# seg_scan_ctrl

==> seg_scan_ctrl/layer_met1.png <==
Drawn at 4 px/um. Supply wires on this layer in gray.
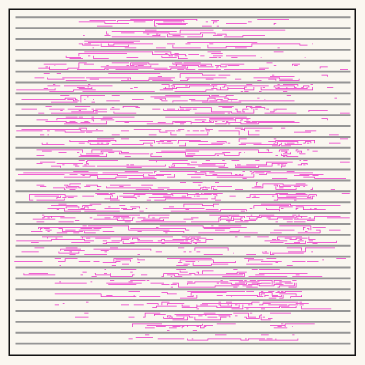
==> seg_scan_ctrl/congestion.png <==
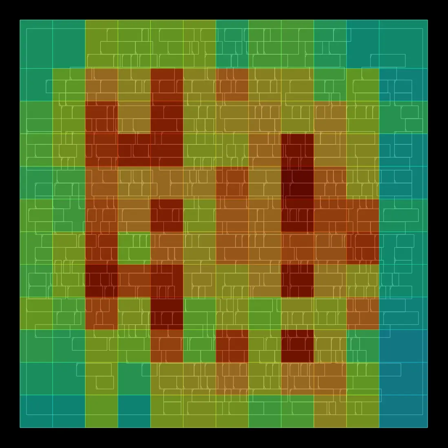
==> src/rtl/seg_scan_pkg.sv <==
// Shared types and segment constants for the seven-segment scan controller.
// Patterns are ordered {g,f,e,d,c,b,a}, active-high.
package seg_scan_pkg;

    typedef enum logic [1:0] {
        IDLE  = 2'd0,
        BLANK = 2'd1,
        SHOW  = 2'd2
    } scan_state_t;

    localparam logic [6:0] SEG_BLANK = 7'b0000000;

    // Index n holds the pattern for BCD digit n.
    localparam logic [9:0][6:0] SEG_DIGITS = {
        7'b1101111,  // 9
        7'b1111111,  // 8
        7'b0000111,  // 7
        7'b1111101,  // 6
        7'b1101101,  // 5
        7'b1100110,  // 4
        7'b1001111,  // 3
        7'b1011011,  // 2
        7'b0000110,  // 1
        7'b0111111   // 0
    };

endpackage

==> src/rtl/seg_decode.sv <==
// Combinational BCD to seven-segment decoder; codes 10..15 decode to blank.
module seg_decode
    import seg_scan_pkg::*;
(
    input  logic [3:0] bcd,
    output logic [6:0] seg
);

    always_comb begin
        seg = SEG_BLANK;
        if (bcd <= 4'd9)
            seg = SEG_DIGITS[bcd];
    end

endmodule

==> src/rtl/seg_scan_ctrl.sv <==
// Time-multiplexed seven-segment scan controller with double-buffered BCD value.
// Optional macro LEADING_ZERO_BLANK_EN suppresses zeros above the top non-zero digit.
module seg_scan_ctrl
    import seg_scan_pkg::*;
#(
    parameter int NUM_DIGITS   = 4,
    parameter int DIV          = 50000,
    parameter int BLANK_CYCLES = 2,
    parameter int CNT_W        = $clog2(DIV)
) (
    input  logic                      clk,
    input  logic                      rst_n,
    input  logic                      enable,
    input  logic                      load,
    input  logic [4*NUM_DIGITS-1:0]   digits_in,
    output logic [6:0]                seg_out,
    output logic [NUM_DIGITS-1:0]     dig_en,
    output logic                      frame_done
);

    localparam int IDX_W = $clog2(NUM_DIGITS);
    localparam logic [CNT_W-1:0] BLANK_LAST = CNT_W'(BLANK_CYCLES - 1);
    localparam logic [CNT_W-1:0] SHOW_LAST  = CNT_W'(DIV - BLANK_CYCLES - 1);
    localparam logic [IDX_W-1:0] IDX_LAST   = IDX_W'(NUM_DIGITS - 1);

    scan_state_t                        state, nxt_state;
    logic [IDX_W-1:0]                   idx, nxt_idx;
    logic [CNT_W-1:0]                   cnt, nxt_cnt;
    logic [NUM_DIGITS-1:0][3:0]         pending, shadow;
    logic [NUM_DIGITS-1:0][6:0]         dec_seg, lit_seg;
    logic [NUM_DIGITS-1:0]              keep;
    logic                               wrap, frame_start;
    logic [6:0]                         seg_d;
    logic [NUM_DIGITS-1:0]              dig_d;
    logic                               frame_d;

    assign wrap        = (state == SHOW) && (cnt == SHOW_LAST) && (idx == IDX_LAST);
    assign frame_start = enable && ((state == IDLE) || wrap);

    // Every shadow digit is decoded in parallel; the scan index just selects one.
    genvar g;
    generate
        for (g = 0; g < NUM_DIGITS; g++) begin : g_dig
            seg_decode u_dec (
                .bcd (shadow[g]),
                .seg (dec_seg[g])
            );
            assign lit_seg[g] = keep[g] ? dec_seg[g] : SEG_BLANK;
        end
    endgenerate

`ifdef LEADING_ZERO_BLANK_EN
    logic seen_nz;

    // A digit stays lit if it or any higher digit is non-zero; digit 0 always stays lit.
    always_comb begin
        seen_nz = 1'b0;
        keep    = '0;
        for (int i = NUM_DIGITS - 1; i >= 0; i--) begin
            seen_nz = seen_nz | (shadow[i] != 4'd0);
            keep[i] = seen_nz | (i == 0);
        end
    end
`else
    assign keep = '1;
`endif

    always_ff @(posedge clk) begin
        if (!rst_n) begin
            state <= IDLE;
            idx   <= '0;
            cnt   <= '0;
        end else begin
            state <= nxt_state;
            idx   <= nxt_idx;
            cnt   <= nxt_cnt;
        end
    end

    always_comb begin
        nxt_state = state;
        nxt_idx   = idx;
        nxt_cnt   = cnt + CNT_W'(1);
        if (!enable) begin
            nxt_state = IDLE;
            nxt_idx   = '0;
            nxt_cnt   = '0;
        end else begin
            case (state)
                IDLE: begin
                    nxt_state = BLANK;
                    nxt_idx   = '0;
                    nxt_cnt   = '0;
                end
                BLANK: begin
                    if (cnt == BLANK_LAST) begin
                        nxt_state = SHOW;
                        nxt_cnt   = '0;
                    end
                end
                SHOW: begin
                    if (cnt == SHOW_LAST) begin
                        nxt_state = BLANK;
                        nxt_cnt   = '0;
                        nxt_idx   = (idx == IDX_LAST) ? '0 : idx + IDX_W'(1);
                    end
                end
                default: begin
                    nxt_state = IDLE;
                    nxt_idx   = '0;
                    nxt_cnt   = '0;
                end
            endcase
        end
    end

    // Outputs follow the next state so they change on the same edge as the FSM.
    // Shadow never changes on entry to SHOW, so the current decode is the right one.
    always_comb begin
        seg_d   = SEG_BLANK;
        dig_d   = '0;
        frame_d = enable && wrap;
        if (nxt_state == SHOW) begin
            seg_d = lit_seg[nxt_idx];
            dig_d = NUM_DIGITS'(1) << nxt_idx;
        end
    end

    always_ff @(posedge clk) begin
        if (!rst_n) begin
            seg_out    <= SEG_BLANK;
            dig_en     <= '0;
            frame_done <= 1'b0;
        end else begin
            seg_out    <= seg_d;
            dig_en     <= dig_d;
            frame_done <= frame_d;
        end
    end

    // A load landing on a frame-start edge goes straight into shadow.
    always_ff @(posedge clk) begin
        if (!rst_n) begin
            pending <= '0;
            shadow  <= '0;
        end else begin
            if (load)
                pending <= digits_in;
            if (frame_start)
                shadow <= load ? digits_in : pending;
        end
    end

endmodule
==> config.mk <==
export PLATFORM = sky130hd
export DESIGN_NAME = seg_scan_ctrl
export DESIGN_NICKNAME = d
export VERILOG_FILES = /design/src/rtl/seg_scan_pkg.sv /design/src/rtl/seg_decode.sv /design/src/rtl/seg_scan_ctrl.sv
export SDC_FILE = /design/constraint.sdc
export NUM_CORES = 1
export LEC_CHECK = 0
export CORE_UTILIZATION = 58
export CTS_BUF_LIST = sky130_fd_sc_hd__clkbuf_16
export DETAILED_ROUTE_END_ITERATION = 7
export PLACE_DENSITY = 0.81
export RECOVER_POWER = 25
export SYNTH_ARGS = -nofsm -noshare
export SYNTH_HDL_FRONTEND = slang
export SYNTH_SLANG_ARGS = --single-unit
==> constraint.sdc <==
create_clock -name clk -period 3.9 [get_ports clk]
set_input_delay 0.78 -clock clk [delete_from_list [all_inputs] [get_ports clk]]
set_output_delay 0.78 -clock clk [all_outputs]
set_load 0.01 [all_outputs]
==> PnR_summary.wiki <==
== Implementation results ==
{| class="wikitable"
! Metric !! Value
|-
| Result of the run || complete, no violations
|-
| Total power divided by cell area || 437 nW/um2
|-
| Post-synth top area share || 0.449
|-
| Least-Margin Pin Slew || 736 ps
|-
| Cells in synth_stat.txt || 417
|-
| Worst Setup Slack, final || 470 ps
|-
| RSZ-0062 raised after global routing || no
|-
| Combinational-cell power consumption || 188 uW
|-
| Number of ports placed on the die boundary || 32
|-
| Clock period minus worst slack || 3430 ps
|-
| Total global routing track utilization || 0.253
|-
| Clk pin slew, worst setup/hold paths || ~70 ps
|-
| Fillers || 529
|-
| Most instantiated logic cell after routing || sky130_fd_sc_hd__dfxtp_1
|-
| Diodes inserted || 0
|-
| Cells resized by post-CTS repair || 0
|-
| Number of instances on the worst hold path || 2
|-
| Initial core utilization || 0.601
|-
| Synth warn || 0
|-
| Proportion of layout cells with a drive suffix above 1 || 0.123
|-
| Number of maximum-capacitance violations || 0
|-
| Top logic cells by instance count in the layout || 92 x sky130_fd_sc_hd__dfxtp_1, 40 x sky130_fd_sc_hd__nor2_1, 32 x sky130_fd_sc_hd__nand2_1
|-
| CTS H-Tree Depth || 3
|-
| OpenROAD warning count || 46
|-
| Initial antenna violation count || 0
|-
| Aggregate routed wire length || 8.48 mm
|-
| Inserted Clock Buffers || 9
|-
| Cell types occupying the most area after synthesis || sky130_fd_sc_hd__dfxtp_1 45%, sky130_fd_sc_hd__ha_1 8.2%, sky130_fd_sc_hd__mux2i_1 4.1%, sky130_fd_sc_hd__nor2_1 3.7%, sky130_fd_sc_hd__mux2_2 3.6%
|-
| Sum of met2 wire segment lengths after detailed routing || 3.97 mm
|-
| Final GP Congestion || around 0.82
|-
| Clock group total power || 899 uW
|-
| Critical Setup Path Class || flop to flop
|-
| Total power after layout || 2.09 mW
|-
| CP top delay family || simple AND/OR/NAND/NOR gates
|-
| Yosys reg bits || 92
|-
| Standard cell area after detailed placement || 4500 um2
|-
| Syn_area_per_cell || 9.84 um2
|-
| Part of the Yosys area used for sequential elements || 0.449
|-
| DRC violations left || 0
|-
| Horizontal die dimension || 86.1 um
|-
| HPWL after detailed placement || 6.07 mm
|-
| Maximum number of pins on one net before global-route repair || 19
|-
| Switching power of the nets || 514 uW
|-
| Worst Clk Skew || 7.28 ps
|-
| Final tally of hold violations || 0
|-
| Largest fanout of any net on the critical path || 12
|-
| Worst Hold Class || flop to flop
|-
| Part of the power in combinational logic || 0.090
|-
| Most prevalent standard cell on the critical path || sky130_fd_sc_hd__ha_1
|-
| Sinks on Clock Net || 92
|}
Notes on seg_scan_ctrl/layer_met1.png above:
main direction: horizontal
share of all routed wire: 47%
wire length on this layer: 3950 um
nets with wire on the layer: 441
routing usage on met1: 0.328
via count: 3033

Notes on seg_scan_ctrl/congestion.png above:
met2 capacity usage during global routing: 0.415
Most Crowded Layer GR: met2
global routing usage on met3: 0.0356
average wire per standard cell: 15.3 um

cell type report:
type,instances,area [um2],area share
Multi-Input combinational cell,281,2060,0.430
Sequential cell,92,1840,0.384
Timing Repair Buffer,36,340,0.0710
Clock buffer,9,225,0.0470
Inverter,32,120,0.0251
Tap cell,96,120,0.0251
Clock inverter,7,82.6,0.0172
cells by family after synthesis:
family / after synthesis / synth area share
and+or+nand+nor: 137 / 0.164
adders and majority gates: 27 / 0.0823
AOI/OAI and AO/OA: 71 / 0.141
DFF: 92 / 0.449
buffers and inverters: 44 / 0.0475
muxes: 34 / 0.0917
xor gates and xnor gates: 12 / 0.0256

# param_code_lock_flat

File: src/rtl/param_code_lock_if.sv
`default_nettype none
// +----------------------------------------------------------------------------+
// | param_code_lock_if : key/code/relock inputs and status outputs of the lock |
// | Rev 1.0                                                                    |
// +----------------------------------------------------------------------------+
interface param_code_lock_if #(
  parameter int KEY_W    = 4,
  parameter int SEQ_LEN  = 4,
  parameter int MAX_FAIL = 3
);
  logic [KEY_W-1:0]                 keys;
  logic [SEQ_LEN*KEY_W-1:0]         code;
  logic                             relock;
  logic                             unlock;
  logic [SEQ_LEN-1:0]               progress;
  logic                             locked_out;
  logic [$clog2(MAX_FAIL+1)-1:0]    fail_cnt;

  modport master (
    output keys, code, relock,
    input  unlock, progress, locked_out, fail_cnt
  );

  modport slave (
    input  keys, code, relock,
    output unlock, progress, locked_out, fail_cnt
  );
endinterface
`default_nettype wire

File: src/rtl/param_code_lock.sv
`default_nettype none
// +----------------------------------------------------------------------------+
// | param_code_lock : Moore keypad lock with timed unlock and failure lockout  |
// | Rev 1.0                                                                    |
// +----------------------------------------------------------------------------+
module param_code_lock #(
  parameter int KEY_W       = 4,
  parameter int SEQ_LEN     = 4,
  parameter int MAX_FAIL    = 3,
  parameter int LOCKOUT_CYC = 16,
  parameter int UNLOCK_CYC  = 8
) (
  input  wire logic          clk,
  input  wire logic          reset,
  param_code_lock_if.slave   bus
);

  localparam int c_IDX_W   = (SEQ_LEN > 1) ? $clog2(SEQ_LEN) : 1;
  localparam int c_FAIL_W  = $clog2(MAX_FAIL + 1);
  localparam int c_TMR_MAX = (UNLOCK_CYC > LOCKOUT_CYC) ? UNLOCK_CYC : LOCKOUT_CYC;
  localparam int c_TMR_W   = $clog2(c_TMR_MAX + 1);

  localparam logic [c_IDX_W-1:0]  c_IDX_LAST    = c_IDX_W'(SEQ_LEN - 1);
  localparam logic [c_FAIL_W-1:0] c_FAIL_MAX    = c_FAIL_W'(MAX_FAIL);
  localparam logic [c_FAIL_W-1:0] c_FAIL_LAST   = c_FAIL_W'(MAX_FAIL - 1);
  localparam logic [c_TMR_W-1:0]  c_UNLOCK_LOAD = c_TMR_W'(UNLOCK_CYC);
  localparam logic [c_TMR_W-1:0]  c_LOCK_LOAD   = c_TMR_W'(LOCKOUT_CYC - 1);

  typedef enum logic [1:0] {
    S_ENTRY   = 2'd0,
    S_UNLOCK  = 2'd1,
    S_LOCKOUT = 2'd2
  } state_t;

  state_t              r_state, w_state_nx;
  logic [c_IDX_W-1:0]  r_idx,   w_idx_nx;
  logic [c_FAIL_W-1:0] r_fail,  w_fail_nx;
  logic [c_TMR_W-1:0]  r_timer, w_timer_nx;
  logic [KEY_W-1:0]    w_exp;

  assign w_exp = bus.code[int'(r_idx) * KEY_W +: KEY_W];

  always_ff @(posedge clk or negedge reset) begin
    if (!reset) begin
      r_state <= S_ENTRY;
      r_idx   <= '0;
      r_fail  <= '0;
      r_timer <= '0;
    end else begin
      r_state <= w_state_nx;
      r_idx   <= w_idx_nx;
      r_fail  <= w_fail_nx;
      r_timer <= w_timer_nx;
    end
  end

  always_comb begin
    w_state_nx = r_state;
    w_idx_nx   = r_idx;
    w_fail_nx  = r_fail;
    w_timer_nx = r_timer;
    case (r_state)
      S_ENTRY: begin
        // relock wins over a key arriving in the same cycle
        if (bus.relock) begin
          w_idx_nx = '0;
        end else if (bus.keys != '0) begin
          if (bus.keys == w_exp) begin
            if (r_idx == c_IDX_LAST) begin
              w_state_nx = S_UNLOCK;
              w_idx_nx   = '0;
              w_fail_nx  = '0;
              w_timer_nx = c_UNLOCK_LOAD;
            end else begin
              w_idx_nx = r_idx + 1'b1;
            end
          end else begin
            w_idx_nx = '0;
            if (r_fail == c_FAIL_LAST) begin
              w_state_nx = S_LOCKOUT;
              w_fail_nx  = c_FAIL_MAX;
              w_timer_nx = c_LOCK_LOAD;
            end else if (r_fail != c_FAIL_MAX) begin
              w_fail_nx = r_fail + 1'b1;
            end
          end
        end
      end
      S_UNLOCK: begin
        if (bus.relock) begin
          w_state_nx = S_ENTRY;
          w_timer_nx = '0;
        end else if (UNLOCK_CYC != 0) begin
          // timer reads 1 in the last unlocked cycle
          if (r_timer <= c_TMR_W'(1)) begin
            w_state_nx = S_ENTRY;
            w_timer_nx = '0;
          end else begin
            w_timer_nx = r_timer - 1'b1;
          end
        end
      end
      S_LOCKOUT: begin
        if (r_timer == '0) begin
          w_state_nx = S_ENTRY;
          w_idx_nx   = '0;
          w_fail_nx  = '0;
        end else begin
          w_timer_nx = r_timer - 1'b1;
        end
      end
      default: begin
        w_state_nx = S_ENTRY;
        w_idx_nx   = '0;
        w_fail_nx  = '0;
        w_timer_nx = '0;
      end
    endcase
  end

  assign bus.unlock     = (r_state == S_UNLOCK);
  assign bus.locked_out = (r_state == S_LOCKOUT);
  assign bus.fail_cnt   = r_fail;

  for (genvar i = 0; i < SEQ_LEN; i++) begin : g_prog
    assign bus.progress[i] = (r_state == S_UNLOCK) ||
                             ((r_state == S_ENTRY) && (int'(r_idx) > i));
  end

endmodule
`default_nettype wire

File: src/flat_wrapper.sv
// flat-port wrapper written by rule: the top's interface ports become plain ports
module param_code_lock_flat 
#(
  parameter int KEY_W       = 4,
  parameter int SEQ_LEN     = 4,
  parameter int MAX_FAIL    = 3,
  parameter int LOCKOUT_CYC = 16,
  parameter int UNLOCK_CYC  = 8
)
  (clk, reset, bus_keys, bus_code, bus_relock, bus_unlock, bus_progress, bus_locked_out, bus_fail_cnt);
  param_code_lock_if #(.KEY_W(KEY_W), .SEQ_LEN(SEQ_LEN), .MAX_FAIL(MAX_FAIL)) bus_i ();
  input  wire logic clk;
  input  wire logic reset;
  input wire logic [$bits(bus_i.keys)-1:0] bus_keys;
  input wire logic [$bits(bus_i.code)-1:0] bus_code;
  input wire logic [$bits(bus_i.relock)-1:0] bus_relock;
  output wire logic [$bits(bus_i.unlock)-1:0] bus_unlock;
  output wire logic [$bits(bus_i.progress)-1:0] bus_progress;
  output wire logic [$bits(bus_i.locked_out)-1:0] bus_locked_out;
  output wire logic [$bits(bus_i.fail_cnt)-1:0] bus_fail_cnt;
  assign bus_i.keys = bus_keys;
  assign bus_i.code = bus_code;
  assign bus_i.relock = bus_relock;
  assign bus_unlock = bus_i.unlock;
  assign bus_progress = bus_i.progress;
  assign bus_locked_out = bus_i.locked_out;
  assign bus_fail_cnt = bus_i.fail_cnt;
  param_code_lock #(.KEY_W(KEY_W), .SEQ_LEN(SEQ_LEN), .MAX_FAIL(MAX_FAIL), .LOCKOUT_CYC(LOCKOUT_CYC), .UNLOCK_CYC(UNLOCK_CYC)) u_core (.clk(clk), .reset(reset), .bus(bus_i));
endmodule
File: config.mk
export PLATFORM = sky130hd
export DESIGN_NAME = param_code_lock_flat
export DESIGN_NICKNAME = d
export VERILOG_FILES = /design/src/rtl/param_code_lock_if.sv /design/src/rtl/param_code_lock.sv /design/src/flat_wrapper.sv
export SDC_FILE = /design/constraint.sdc
export NUM_CORES = 1
export LEC_CHECK = 0
export CORE_MARGIN = 1
export CORE_UTILIZATION = 46
export DETAILED_ROUTE_END_ITERATION = 12
export GPL_TIMING_DRIVEN = 1
export PLACE_DENSITY = 0.79
export SLEW_MARGIN = 20
export SYNTH_ARGS = -nofsm -noshare
export SYNTH_HDL_FRONTEND = slang
export SYNTH_SLANG_ARGS = --single-unit
File: constraint.sdc
create_clock -name clk -period 2.6 [get_ports clk]
set_input_delay 0.52 -clock clk [delete_from_list [all_inputs] [get_ports clk]]
set_output_delay 0.52 -clock clk [all_outputs]
set_load 0.02 [all_outputs]
==> param_code_lock_flat/layer_met1.png <==
Drawn at 8 px/um. Supply wires on this layer in gray.
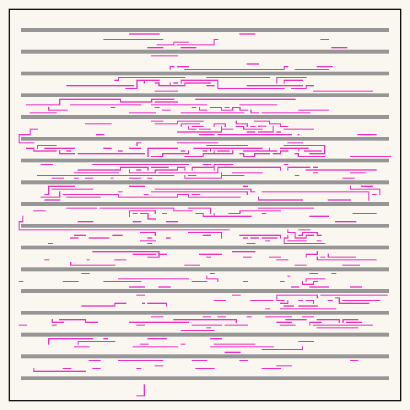
nets with wire on the layer: 160
longest straight run: 26.2 um
wire length on this layer: 1030 um
share of all routed wire: 43%
routing usage on met1: 0.247
aggregate routed wire length: 2.39 mm
via count: 941

==> param_code_lock_flat/detail.png <==
Window x 9 to 39, y 19 to 49 um. Cells in gray, sequential cells in the stronger gray; small squares are vias.
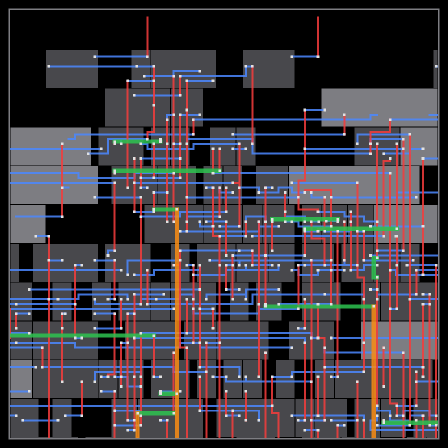
| color | layer |
|---|---|
| red | metal 2 |
| orange | metal 4 |
| green | metal 3 |
| blue | metal 1 |
cells with their middle in the window: 75
sequential cells in the window: 5
most frequent: nor2_1 (12)
netlist names of flops here include: `u_core.bus.fail_cnt` (2), `u_core.r_state` (2)

-- final cells by class --
type | count | area (um2)
Inverter | 7 | 26.3
Sequential cell | 11 | 277
Multi-Input combinational cell | 87 | 677
Timing Repair Buffer | 37 | 355
Clock buffer | 4 | 26.3
Fill cell | 165 | 607
Tap cell | 27 | 33.8
-- repair_timing --
item	in CTS	in global routing
gates resized	0	4
buffers inserted	0	0
setup endpoints to repair	0	2
==> PnR_summary.wiki <==
== Implementation results ==
{| class="wikitable"
! Metric !! Value
|-
| Result of the run || complete, no violations
|-
| Number of standard cells after synthesis || 110
|-
| Worst Clk Skew || 9.13 ps
|-
| Maximum VDD drop || around 0.53 mV
|-
| Part of the power in the clock network || 0.122
|-
| Total count of max-transition violations in the final report || 0
|-
| Kind of end point of the critical path || flop
|-
| Fraction of synthesized cell area in xor and xnor cells || 0.0349
|-
| Setup slack on the worst flop-to-flop path || 210 ps
|-
| Internal power of the cells || between 500 and 600 uW
|-
| Diodes inserted || 0
|-
| Final cell count without fillers || approximately 170
|-
| Least-Margin Pin Slew || 619 ps
|-
| Post-synth top area share || 0.274
|-
| RSZ-0062 raised after global routing || no
|}

# program_loader

==> program_loader/congestion.png <==
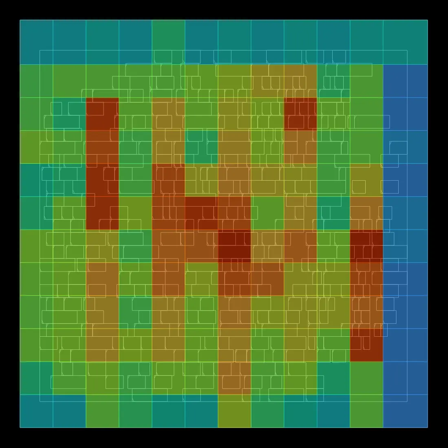
==> program_loader/logic_types.png <==
Drawn at 6 px/um.
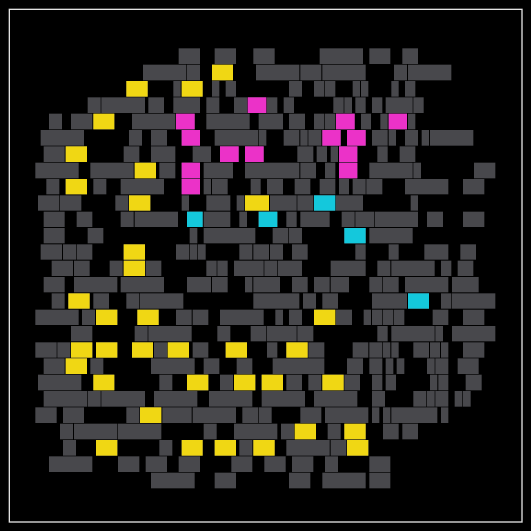
<file path="config.mk">
export PLATFORM = sky130hd
export DESIGN_NAME = program_loader
export DESIGN_NICKNAME = d
export VERILOG_FILES = /design/src/rtl/loader_pkg.sv /design/src/rtl/program_loader.sv
export SDC_FILE = /design/constraint.sdc
export NUM_CORES = 1
export LEC_CHECK = 0
export CAP_MARGIN = 10
export CORE_MARGIN = 4
export CORE_UTILIZATION = 40
export DETAILED_ROUTE_END_ITERATION = 8
export PLACE_DENSITY = 0.67
export SLEW_MARGIN = 0
export SYNTH_ARGS = -nofsm -noshare
export SYNTH_HDL_FRONTEND = slang
export SYNTH_SLANG_ARGS = --single-unit
</file>
<file path="constraint.sdc">
create_clock -name clk -period 2.1 [get_ports clk]
set_clock_uncertainty 0.1 [all_clocks]
set_input_delay 0.315 -clock clk [delete_from_list [all_inputs] [get_ports clk]]
set_output_delay 0.315 -clock clk [all_outputs]
set_load 0.05 [all_outputs]
</file>
<file path="src/rtl/loader_pkg.sv">
// ============================================================================
// Module : loader_pkg
// Brief  : Shared constants and state encoding for the instruction-memory loader.
// Rev    : 1.0  initial release
// ============================================================================
`default_nettype none

package loader_pkg;

  localparam int DEFAULT_ADDR_W = 8;
  localparam int BYTES_PER_WORD = 2;
  localparam int LEN_W          = 16;

  localparam logic [3:0] ST_IDLE    = 4'd0;
  localparam logic [3:0] ST_LEN_HI  = 4'd1;
  localparam logic [3:0] ST_LEN_LO  = 4'd2;
  localparam logic [3:0] ST_DATA_HI = 4'd3;
  localparam logic [3:0] ST_DATA_LO = 4'd4;
  localparam logic [3:0] ST_WRITE   = 4'd5;
  localparam logic [3:0] ST_CHK     = 4'd6;
  localparam logic [3:0] ST_DONE    = 4'd7;
  localparam logic [3:0] ST_ERROR   = 4'd8;

  // A word count must be non-zero and must fit in a 2^addr_w deep memory.
  function automatic logic len_invalid(input logic [LEN_W-1:0] len, input int unsigned addr_w);
    logic [LEN_W:0] max_len;
    max_len = (LEN_W+1)'(1) << addr_w;
    return (len == '0) || ({1'b0, len} > max_len);
  endfunction

endpackage

`default_nettype wire

</file>
<file path="src/rtl/program_loader.sv">
// ============================================================================
// Module : program_loader
// Brief  : Loads the 16-bit instruction memory from an 8-bit byte stream and
//          holds the CPU in reset until a complete image has been written.
//          Optional trailing XOR checksum byte: PROGRAM_LOADER_CHECKSUM_EN.
// Rev    : 1.0  initial release
// ============================================================================
`default_nettype none

module program_loader
  import loader_pkg::*;
#(
  parameter int ADDR_W = DEFAULT_ADDR_W,
  parameter int DATA_W = 8 * BYTES_PER_WORD
) (
  input  logic              clk,
  input  logic              reset,
  input  logic              start,
  input  logic              in_valid,
  input  logic [7:0]        in_byte,
  output logic              in_ready,
  output logic              imem_we,
  output logic [ADDR_W-1:0] imem_addr,
  output logic [DATA_W-1:0] imem_wdata,
  output logic              cpu_hold,
  output logic              busy,
  output logic              done,
  output logic              error
);

  logic [3:0]        r_state;
  logic [LEN_W-1:0]  r_len;
  logic [ADDR_W-1:0] r_addr;
  logic [DATA_W-1:0] r_wdata;
  logic              r_hold;
  logic              r_error;
`ifdef PROGRAM_LOADER_CHECKSUM_EN
  logic [7:0]        r_chk;
`endif

  logic w_accept;
  logic w_last;

  assign w_accept = in_valid && in_ready;
  // The address register doubles as the word index of the current write.
  assign w_last   = (LEN_W'(r_addr) == r_len - LEN_W'(1));

  assign in_ready   = (r_state == ST_LEN_HI)  || (r_state == ST_LEN_LO) ||
                      (r_state == ST_DATA_HI) || (r_state == ST_DATA_LO) ||
                      (r_state == ST_CHK);
  assign imem_we    = (r_state == ST_WRITE);
  assign imem_addr  = r_addr;
  assign imem_wdata = r_wdata;
  assign cpu_hold   = r_hold;
  assign busy       = (r_state != ST_IDLE);
  assign done       = (r_state == ST_DONE);
  assign error      = r_error;

  always_ff @(posedge clk) begin
    if (!reset) begin
      r_state <= ST_IDLE;
      r_len   <= '0;
      r_addr  <= '0;
      r_wdata <= '0;
      r_hold  <= 1'b1;
      r_error <= 1'b0;
`ifdef PROGRAM_LOADER_CHECKSUM_EN
      r_chk   <= 8'h00;
`endif
    end else begin
      case (r_state)
        ST_IDLE: begin
          if (start) begin
            r_state <= ST_LEN_HI;
            r_error <= 1'b0;
            r_hold  <= 1'b1;
            r_addr  <= '0;
`ifdef PROGRAM_LOADER_CHECKSUM_EN
            r_chk   <= 8'h00;
`endif
          end
        end
        ST_LEN_HI: begin
          if (w_accept) begin
            r_len[15:8] <= in_byte;
            r_state     <= ST_LEN_LO;
          end
        end
        ST_LEN_LO: begin
          if (w_accept) begin
            r_len[7:0] <= in_byte;
            if (len_invalid({r_len[15:8], in_byte}, ADDR_W)) begin
              r_state <= ST_ERROR;
              r_error <= 1'b1;
            end else begin
              r_state <= ST_DATA_HI;
            end
          end
        end
        ST_DATA_HI: begin
          if (w_accept) begin
            r_wdata[15:8] <= in_byte;
            r_state       <= ST_DATA_LO;
`ifdef PROGRAM_LOADER_CHECKSUM_EN
            r_chk         <= r_chk ^ in_byte;
`endif
          end
        end
        ST_DATA_LO: begin
          if (w_accept) begin
            r_wdata[7:0] <= in_byte;
            r_state      <= ST_WRITE;
`ifdef PROGRAM_LOADER_CHECKSUM_EN
            r_chk        <= r_chk ^ in_byte;
`endif
          end
        end
        ST_WRITE: begin
          r_addr <= r_addr + ADDR_W'(1);
          if (w_last) begin
`ifdef PROGRAM_LOADER_CHECKSUM_EN
            r_state <= ST_CHK;
`else
            // Release is registered on entry so cpu_hold drops in the DONE cycle.
            r_state <= ST_DONE;
            r_hold  <= 1'b0;
`endif
          end else begin
            r_state <= ST_DATA_HI;
          end
        end
`ifdef PROGRAM_LOADER_CHECKSUM_EN
        ST_CHK: begin
          if (w_accept) begin
            if (in_byte == r_chk) begin
              r_state <= ST_DONE;
              r_hold  <= 1'b0;
            end else begin
              r_state <= ST_ERROR;
              r_error <= 1'b1;
            end
          end
        end
`endif
        ST_DONE: begin
          r_state <= ST_IDLE;
        end
        ST_ERROR: begin
          r_state <= ST_IDLE;
          r_hold  <= 1'b1;
        end
        default: begin
          r_state <= ST_IDLE;
        end
      endcase
    end
  end

endmodule

`default_nettype wire

</file>
==> PnR_summary.wiki <==
== Implementation results ==
{| class="wikitable"
! Metric !! Value
|-
| TritonCTS clock tree || yes
|-
| Result of the run || finished with violations
|-
| Number of standard cells after synthesis || 265
|-
| Final tally of hold violations || 0
|-
| Clock period minus worst slack || 2190 ps
|-
| DRC violations left || 0
|-
| Part of the power in the clock network || 0.183
|-
| Library cell with the largest summed area after synthesis || sky130_fd_sc_hd__dfxtp_1
|-
| Avg Vias per Cell || 5.12
|-
| Synthesis area per yosys || 2380 um2
|-
| Part of the power in combinational logic || 0.486
|-
| Sum of met2 wire segment lengths after detailed routing || 2.84 mm
|-
| Fraction of the cycle the final worst path needs || 1.04
|-
| Least-Margin Pin Slew || 541 ps
|-
| Worst Setup Slack, final || -89.9 ps
|-
| Relative slew slack || 0.636
|-
| Library cells used by synthesis || 45
|-
| Total sequential power || 992 uW
|-
| Wire length the detailed router placed on met1 || 2.79 mm
|-
| Clk pin slew, worst setup/hold paths || 90 ps
|-
| Fillers || 504
|-
| Number of ports placed on the die boundary || 42
|-
| Final setup violation count || 2
|-
| Synthesis-to-layout area growth || 41.2%
|-
| Yosys reg bits || 46
|-
| Dominant power group || combinational cells
|-
| First-pass GRT wire length || 10.2 mm
|-
| Most instantiated cells after synthesis || 46 x sky130_fd_sc_hd__dfxtp_1, 34 x sky130_fd_sc_hd__mux2i_1, 34 x sky130_fd_sc_hd__nor2b_1, 23 x sky130_fd_sc_hd__nor2_1, 13 x sky130_fd_sc_hd__nand2_1
|-
| Hold endpoint || error
|-
| TritonRoute pass-1 iters || 4
|-
| Post-route cell area || ~3400 um2
|-
| Number of non-clock buffers || 86
|-
| F_max || 457 MHz
|-
| Final cell count without fillers || 418
|-
| Clock root buffer || sky130_fd_sc_hd__clkbuf_8
|-
| Total standard cell area after synthesis || 2380 um2
|-
| Global routing usage on met3 || 0.0359
|-
| Cell-by-cell listing of the critical path || inv_4, ha_4, or3b_4, or3_4, nor4b_4, a31oi_2, nor4_2, a32oi_1
|-
| Power share of the sequential group || 0.331
|-
| Number of maximum-capacitance violations || 0
|-
| Starting DRT DRC Count || 78
|-
| Sinks on Clock Net || 46
|-
| Cell row count || 27
|-
| Combinational-cell power consumption || 1.46 mW
|-
| Switching power of the nets || 1.13 mW
|-
| Number of placed cells counting well taps || roughly 410
|-
| Cells resized by post-CTS repair || 3
|-
| Initial core utilization || 0.423
|-
| R2R Path End || cpu_hold
|-
| Maximum number of pins on one net before global-route repair || 33
|-
| Worst Hold Class || flop to flop
|-
| Inverter tally of the final layout excluding the clock network || 4
|-
| Number of flops mapped to enable cells by yosys || 0
|-
| Initial antenna violation count || 0
|-
| Violations in the final reports || setup timing
|-
| Depth of the critical timing path with buffers and inverters included || 8
|}
About program_loader/congestion.png:
average wire per standard cell: 14.4 um
routing usage on met1: 0.223

About program_loader/logic_types.png:
| color | family | cells |
|---|---|---|
| yellow | mux cells | 35 |
| magenta | xor and xnor cells | 13 |
| cyan | non-inverting ao/oa cells | 5 |

worst min-delay path: stages, from the launching register on:
cell and delay, ps:
sky130_fd_sc_hd__dfxtp_1 340, sky130_fd_sc_hd__nor2_1 50, sky130_fd_sc_hd__nor2_1 70
state kept, by name (all words and copies together), names as in the netlist:
| name | flops |
|---|---|
| imem_wdata | 16 |
| r_len | 16 |
| imem_addr | 8 |
| r_state | 4 |
| cpu_hold | 1 |
| error | 1 |
logic make-up after synthesis:
logic type | synth area share
fa+ha+maj | 0.0105
flops | 0.386
mux | 0.147
xor+xnor | 0.0477
compound gates | 0.0902
buf+inv | 0.0273
simple gates | 0.291


==> screenshots <==
Routed metal, one color a layer.
picture 1
Drawn at 4 px/um. Two of the layers only.
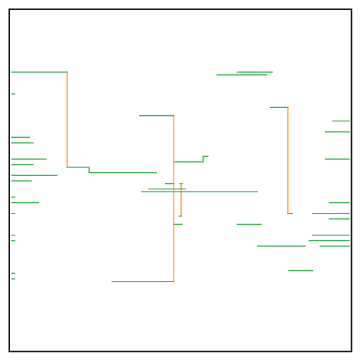
picture 2
Drawn at 4 px/um. Two of the layers only.
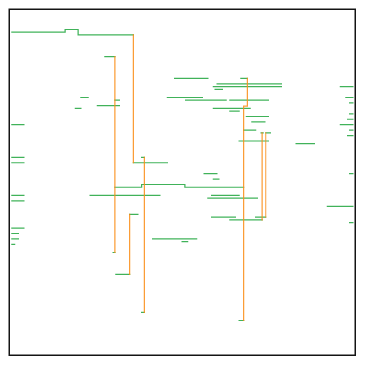
picture 3
Drawn at 8 px/um. Two of the layers only.
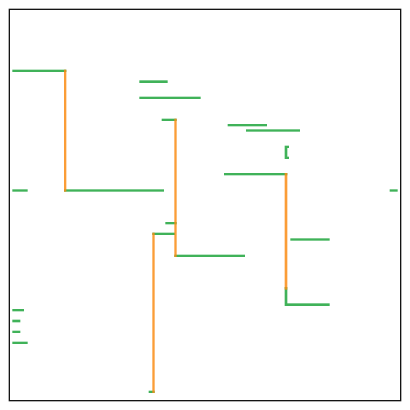
param_code_lock_flat is picture 3.
program_loader is picture 1.
seg_scan_ctrl is picture 2.
- smallest die: picture 3
- least wire: picture 3

Key to picture 1:
| color | layer | wire length |
|---|---|---|
| green | metal 3 | 277 um |
| orange | metal 4 | 100 um |

Power figures rest on the tool's default switching activity, not on a simulated workload.
